# block 1

Block 1, cell classes on the final placement:
Bar = 20 µm.
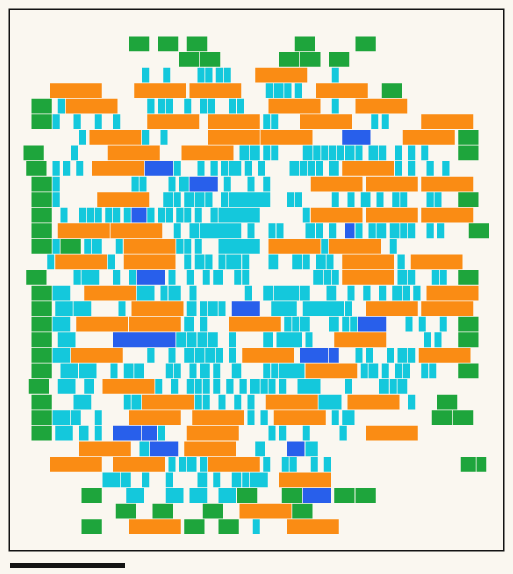

## src/rtl/rca_seq_pkg.sv

```systemverilog
// Shared types and constants for the nibble-serial adder/subtractor controller.
package rca_seq_pkg;

  localparam int unsigned NIBBLE_W = 4;

  typedef enum logic [1:0] {
    IDLE,
    RUN,
    DONE
  } state_t;

endpackage

```

## src/rtl/RCA.sv

```systemverilog
// Existing 4-bit ripple-carry adder: purely combinational, s = A + B + cin.
module RCA (
  input  logic [3:0] A,
  input  logic [3:0] B,
  input  logic       cin,
  output logic [3:0] s,
  output logic       cout
);

  always_comb begin
    logic c;
    c = cin;
    s = '0;
    for (int i = 0; i < 4; i++) begin
      s[i] = A[i] ^ B[i] ^ c;
      c    = (A[i] & B[i]) | (c & (A[i] ^ B[i]));
    end
    cout = c;
  end

endmodule

```

## src/rtl/rca_seq_ctrl.sv

```systemverilog
// Wide add/subtract built from one 4-bit RCA, processing one nibble per clock
// from LSB to MSB with the carry held in a register between cycles.
module rca_seq_ctrl
  import rca_seq_pkg::*;
#(
  parameter int unsigned WIDTH = 16
) (
  input  logic             clk,
  input  logic             rst_n,
  input  logic             start,
  input  logic             sub,
  input  logic [WIDTH-1:0] a,
  input  logic [WIDTH-1:0] b,
  input  logic             cin,
  output logic             busy,
  output logic             done,
  output logic [WIDTH-1:0] sum,
  output logic             cout,
  output logic             ovf
);

  localparam int unsigned N     = WIDTH / NIBBLE_W;
  localparam int unsigned IDX_W = (N > 1) ? $clog2(N) : 1;
  localparam logic [IDX_W-1:0] IDX_LAST = IDX_W'(N - 1);

  if ((WIDTH == 0) || (WIDTH % NIBBLE_W != 0)) begin : g_width_check
    $error("rca_seq_ctrl: WIDTH must be a non-zero multiple of 4");
  end

  state_t             state_q, state_d;
  logic [IDX_W-1:0]   idx_q, idx_d;
  logic               carry_q, carry_d;
  logic [WIDTH-1:0]   acc_q, acc_d;
  logic [WIDTH-1:0]   op_a_q, op_a_d;
  logic [WIDTH-1:0]   op_b_q, op_b_d;
  logic [WIDTH-1:0]   sum_q, sum_d;
  logic               cout_q, cout_d;
  logic               ovf_q, ovf_d;

  logic [NIBBLE_W-1:0] nib_a, nib_b, rca_s;
  logic                rca_cout;
  logic [WIDTH-1:0]    acc_upd;

  RCA u_rca (
    .A   (nib_a),
    .B   (nib_b),
    .cin (carry_q),
    .s   (rca_s),
    .cout(rca_cout)
  );

  // Nibble select and accumulator merge as explicit muxes keyed on idx.
  always_comb begin
    nib_a   = '0;
    nib_b   = '0;
    acc_upd = acc_q;
    for (int i = 0; i < int'(N); i++) begin
      if (idx_q == IDX_W'(i)) begin
        nib_a = op_a_q[i*NIBBLE_W +: NIBBLE_W];
        nib_b = op_b_q[i*NIBBLE_W +: NIBBLE_W];
        acc_upd[i*NIBBLE_W +: NIBBLE_W] = rca_s;
      end
    end
  end

  always_comb begin
    state_d = state_q;
    idx_d   = idx_q;
    carry_d = carry_q;
    acc_d   = acc_q;
    op_a_d  = op_a_q;
    op_b_d  = op_b_q;
    sum_d   = sum_q;
    cout_d  = cout_q;
    ovf_d   = ovf_q;

    case (state_q)
      IDLE: begin
        if (start) begin
          op_a_d  = a;
          op_b_d  = sub ? ~b : b;
          carry_d = sub ? 1'b1 : cin;
          idx_d   = '0;
          state_d = RUN;
        end
      end
      RUN: begin
        acc_d   = acc_upd;
        carry_d = rca_cout;
        if (idx_q == IDX_LAST) begin
          idx_d   = '0;
          state_d = DONE;
          sum_d   = acc_upd;
          cout_d  = rca_cout;
          // B is already inverted for subtraction, so one rule covers both ops.
          ovf_d   = (op_a_q[WIDTH-1] == op_b_q[WIDTH-1]) &&
                    (acc_upd[WIDTH-1] != op_a_q[WIDTH-1]);
        end else begin
          idx_d = idx_q + IDX_W'(1);
        end
      end
      DONE: begin
        state_d = IDLE;
      end
      default: begin
        state_d = IDLE;
      end
    endcase
  end

  always_ff @(posedge clk or negedge rst_n) begin
    if (!rst_n) begin
      state_q <= IDLE;
      idx_q   <= '0;
      carry_q <= 1'b0;
      acc_q   <= '0;
      op_a_q  <= '0;
      op_b_q  <= '0;
      sum_q   <= '0;
      cout_q  <= 1'b0;
      ovf_q   <= 1'b0;
    end else begin
      state_q <= state_d;
      idx_q   <= idx_d;
      carry_q <= carry_d;
      acc_q   <= acc_d;
      op_a_q  <= op_a_d;
      op_b_q  <= op_b_d;
      sum_q   <= sum_d;
      cout_q  <= cout_d;
      ovf_q   <= ovf_d;
    end
  end

  assign busy = (state_q == RUN);
  assign done = (state_q == DONE);
  assign sum  = sum_q;
  assign cout = cout_q;
  assign ovf  = ovf_q;

endmodule

```

## config.mk

```make
export PLATFORM = sky130hd
export DESIGN_NAME = rca_seq_ctrl
export DESIGN_NICKNAME = d
export VERILOG_FILES = /design/src/rtl/rca_seq_pkg.sv /design/src/rtl/RCA.sv /design/src/rtl/rca_seq_ctrl.sv
export SDC_FILE = /design/constraint.sdc
export NUM_CORES = 1
export LEC_CHECK = 0
export ABC_AREA = 1
export CAP_MARGIN = 10
export CORE_ASPECT_RATIO = 1.1
export CORE_MARGIN = 2
export CORE_UTILIZATION = 45
export DETAILED_ROUTE_END_ITERATION = 12
export PLACE_DENSITY = 0.73
export SYNTH_ARGS = -nofsm -noshare
export SYNTH_HDL_FRONTEND = slang
export SYNTH_SLANG_ARGS = --single-unit
```

## constraint.sdc

```tcl
create_clock -name clk -period 9.3 [get_ports clk]
set_clock_uncertainty 0.1 [all_clocks]
set_input_delay 1.395 -clock clk [delete_from_list [all_inputs] [get_ports clk]]
set_output_delay 1.395 -clock clk [all_outputs]
set_load 0.005 [all_outputs]
```

# block 2

File: config.mk
export PLATFORM = sky130hd
export DESIGN_NAME = shift_sequencer
export DESIGN_NICKNAME = d
export VERILOG_FILES = /design/src/rtl/shift_pkg.sv /design/src/rtl/shift_step.sv /design/src/rtl/shift_sequencer.sv
export SDC_FILE = /design/constraint.sdc
export NUM_CORES = 1
export LEC_CHECK = 0
export CAP_MARGIN = 20
export CORE_MARGIN = 5
export CORE_UTILIZATION = 45
export DETAILED_ROUTE_END_ITERATION = 10
export GPL_TIMING_DRIVEN = 0
export PLACE_DENSITY_LB_ADDON = 0.05
export SLEW_MARGIN = 20
export SYNTH_ARGS = -nofsm -noshare
export SYNTH_HDL_FRONTEND = slang
export SYNTH_SLANG_ARGS = --single-unit
File: constraint.sdc
create_clock -name clk -period 4.9 [get_ports clk]
set_input_delay 1.225 -clock clk [delete_from_list [all_inputs] [get_ports clk]]
set_output_delay 1.225 -clock clk [all_outputs]
set_load 0.005 [all_outputs]
File: src/rtl/shift_pkg.sv
// Shared encodings for the shift sequencer: data width, op codes and FSM states.
// Used by shift_step and shift_sequencer (optional rotate via SHIFT_ROTATE_EN).
package shift_pkg;

    localparam int DATA_W = 32;

    typedef logic [DATA_W-1:0] word_t;

    localparam logic [1:0] OP_SLL  = 2'b00;
    localparam logic [1:0] OP_SRL  = 2'b01;
    localparam logic [1:0] OP_SRA  = 2'b10;
    localparam logic [1:0] OP_ROTR = 2'b11;

    localparam logic [1:0] ST_IDLE = 2'd0;
    localparam logic [1:0] ST_BUSY = 2'd1;
    localparam logic [1:0] ST_DONE = 2'd2;

endpackage

File: src/rtl/shift_step.sv
// Combinational single-step shifter: moves value by k positions according to op.
// Rotate-right hardware exists only when SHIFT_ROTATE_EN is defined.
module shift_step
    import shift_pkg::*;
(
    input  logic [DATA_W-1:0] value,
    input  logic [1:0]        op,
    input  logic [4:0]        k,
    output logic [DATA_W-1:0] shifted
);

    always_comb begin
        shifted = value;
        case (op)
            OP_SLL:  shifted = value << k;
            OP_SRL:  shifted = value >> k;
            OP_SRA:  shifted = DATA_W'($signed(value) >>> k);
`ifdef SHIFT_ROTATE_EN
            // a 6-bit left amount of 32 (k=0) clears the wrapped half, leaving value unchanged
            OP_ROTR: shifted = (value >> k) | (value << (6'd32 - {1'b0, k}));
`endif
            default: shifted = value;
        endcase
    end

endmodule

File: src/rtl/shift_sequencer.sv
// Multi-cycle shifter: IDLE accepts a request, BUSY shifts up to STEP bits per cycle,
// DONE holds the result until taken. Define SHIFT_ROTATE_EN to enable op=11 (ROTR).
module shift_sequencer
    import shift_pkg::*;
#(
    parameter int STEP = 2
) (
    input  logic              clk,
    input  logic              rst_n,
    input  logic              in_valid,
    output logic              in_ready,
    input  logic [1:0]        op,
    input  logic [DATA_W-1:0] data,
    input  logic [4:0]        shamt,
    output logic              out_valid,
    input  logic              out_ready,
    output logic [DATA_W-1:0] result,
    output logic              err
);

    localparam logic [4:0] STEP_K = 5'(STEP);

    logic [1:0]        state;
    logic [DATA_W-1:0] work;
    logic [4:0]        remaining;
    logic [1:0]        op_q;
    logic              err_q;
    logic [4:0]        k;
    logic [DATA_W-1:0] stepped;

    assign k = (remaining < STEP_K) ? remaining : STEP_K;

    shift_step u_step (
        .value   (work),
        .op      (op_q),
        .k       (k),
        .shifted (stepped)
    );

    // Only IDLE latches inputs, so late changes on op/data/shamt cannot disturb an operation.
    always_ff @(posedge clk or negedge rst_n) begin
        if (!rst_n) begin
            state     <= ST_IDLE;
            work      <= '0;
            remaining <= '0;
            op_q      <= OP_SLL;
            err_q     <= 1'b0;
        end else begin
            case (state)
                ST_IDLE: begin
                    if (in_valid) begin
                        work      <= data;
                        op_q      <= op;
                        remaining <= shamt;
`ifdef SHIFT_ROTATE_EN
                        err_q     <= 1'b0;
                        state     <= (shamt == 5'd0) ? ST_DONE : ST_BUSY;
`else
                        if (op == OP_ROTR) begin
                            err_q <= 1'b1;
                            state <= ST_DONE;
                        end else begin
                            err_q <= 1'b0;
                            state <= (shamt == 5'd0) ? ST_DONE : ST_BUSY;
                        end
`endif
                    end
                end
                ST_BUSY: begin
                    work      <= stepped;
                    remaining <= remaining - k;
                    if (remaining == k) begin
                        state <= ST_DONE;
                    end
                end
                ST_DONE: begin
                    if (out_ready) begin
                        state <= ST_IDLE;
                    end
                end
                default: state <= ST_IDLE;
            endcase
        end
    end

    assign in_ready  = (state == ST_IDLE);
    assign out_valid = (state == ST_DONE);
    assign result    = work;
    assign err       = err_q & out_valid;

endmodule

==> gallery <==
Signal wires by layer.
Only two layers are drawn.
picture 1
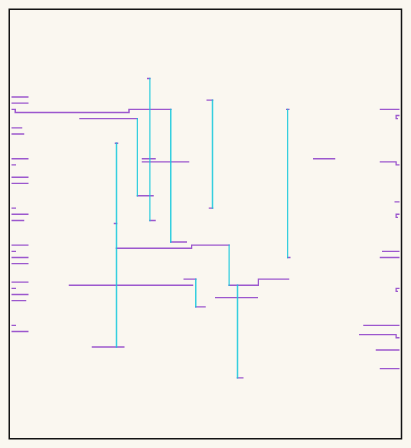
picture 2
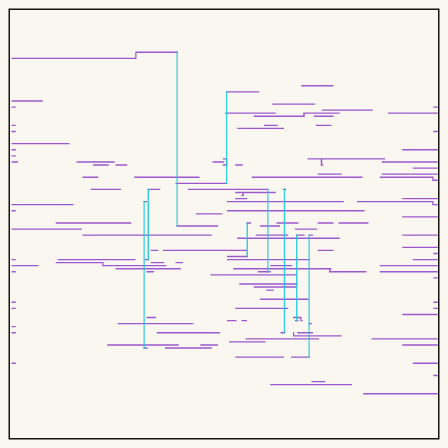
- block 2 = picture 2
- block 1 = picture 1

Key to picture 1:
M3 -> purple  # wire length 269 µm
M4 -> cyan  # wire length 214 µm

Block 1, the clock network:
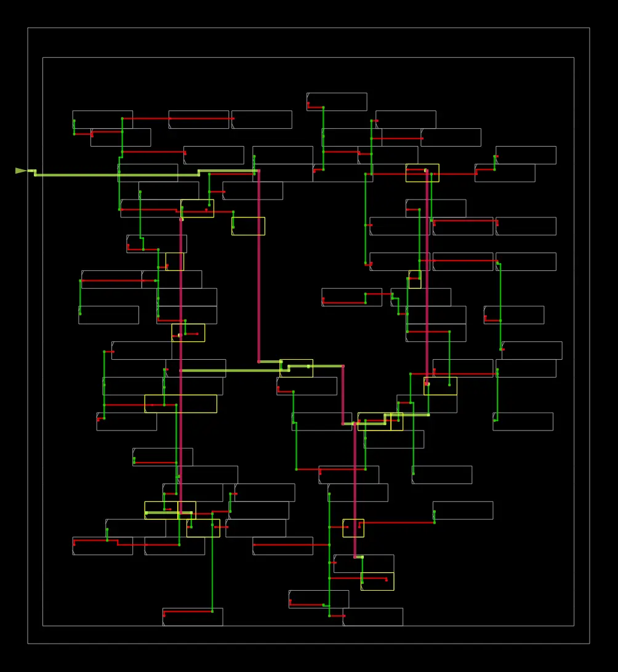
clock sink total: 68
CTS Buf Count: 9
clock buffer count: 10
Clk Latency, worst-skew pair: 0.35 ns
clk pwr: 0.244 mW

Block 1, power grid:
Pins as bars on the die edge.
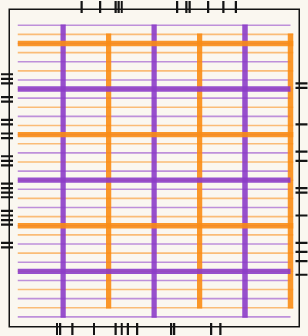
VDD -> orange
VSS -> purple
met5 straps = 6
met4 straps = 6

## Picture notes: 'cell classes on the final placement' of block 1
registers -> orange  # cells 68, share of their area 43%
remaining buffers and delay cells -> green  # cells 57, share of their area 14%
remaining logic cells -> cyan  # cells 321, share of their area 38%
clock drivers and dummy loads -> blue  # cells 16, share of their area 5.0%

==> out/results.txt, block 1 <==
Internal power: 0.859 mW
Seq. cell area: 1700 µm²
Wirelength per Cell: 12.5 µm
Flip-flops: 68
Top Metal Used: met4
Routed WL: 6830 µm
VDD IR-drop max: 153 µV
Synth area leaders: dfrtp_1, nand2_1, xnor2_1, o21ai_0, inv_1
Status: finished clean
Nonclk buf count: 57
Row cnt: 32
Fill count: 677
Commonest Layout Cell: nand2_1
Critical path startpoint category: flop
Core footprint: 7090 µm²
Port bufs: 56
Simple share: 25.6%
Cells along the critical path: inv_1 > ha_1 > clkinv_1 > nor2_1 > nor2_1 > a21boi_0 > fa_1 > inv_1 > fa_1 > fa_1 > fa_1 > nand2_1 > nand2_1 > nand2_1 > nand3_1 > nand2_1
Mux cell area share: 0%
Area growth, synth to finish: 22.8%
Part of the power in registers: 33.9%
Count of library flops with an enable pin: 0
Die H: 94.3 µm
Min-delay src: sum[9]$_DFFE_PN0P_
Block 2, routed clock nets over the placement:
Bar = 20 µm.
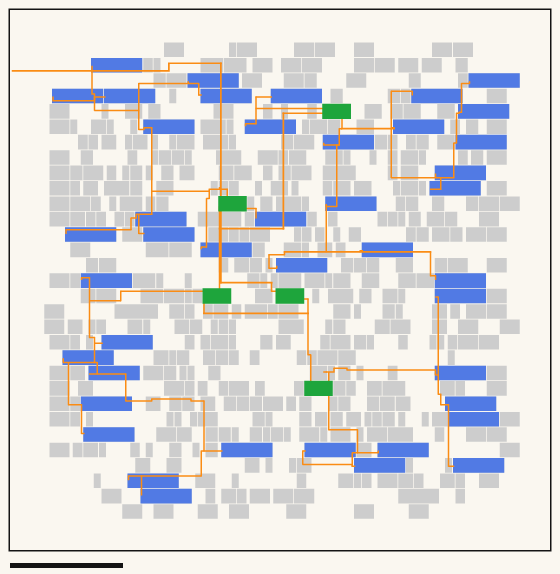
clock-net drivers -> green  # count 5
clock wires -> orange  # length 696 µm
flip-flops -> blue  # count 42
flops lie = all over the die

==> out/results.txt, block 2 <==
Status: finished clean
CP endpoint: err
FF-to-FF End: result[25]$_DFFE_PN0P_
Final core occ: 59.7%
Well Taps: 99
Internal power: 1.59 mW
Combinational share of power: 67.4%
Final nets: 524
Seq/Total Area, Yosys: 32.0%
Fa+ha+maj area frac: 1.52%
Tool warnings: 28
Seq. cell area: 1050 µm²
Net Count, Synth: 439
Post-DP Area: 4190 µm²
Post-Place Setup Slack: 1.64 ns
WL met3: 1040 µm
Antenna violations before repair: 0
Routed WL: 11200 µm
R2r setup slk: 2.49 ns
PnR worst setup slack: 1.72 ns
Critical path startpoint category: flop
Cells along the critical path: clkbuf_1 > nor2b_1 > and2_1 > clkdlybuf4s50_1
Ys cells: 392
Power Density: 734 nW/µm²
Critical path depth: 4
Gr busiest metal: met2
Clock sink total: 42
Post-route ant nets: 0
Grt ovf: 0
Reg2Reg Depth: 8
Cell type with the largest total area: dfrtp_1
Part of the power in registers: 24.8%
Clk pwr share: 7.9%
DRT iter0 DRCs: 305

Power and IR drop assume default switching activity.
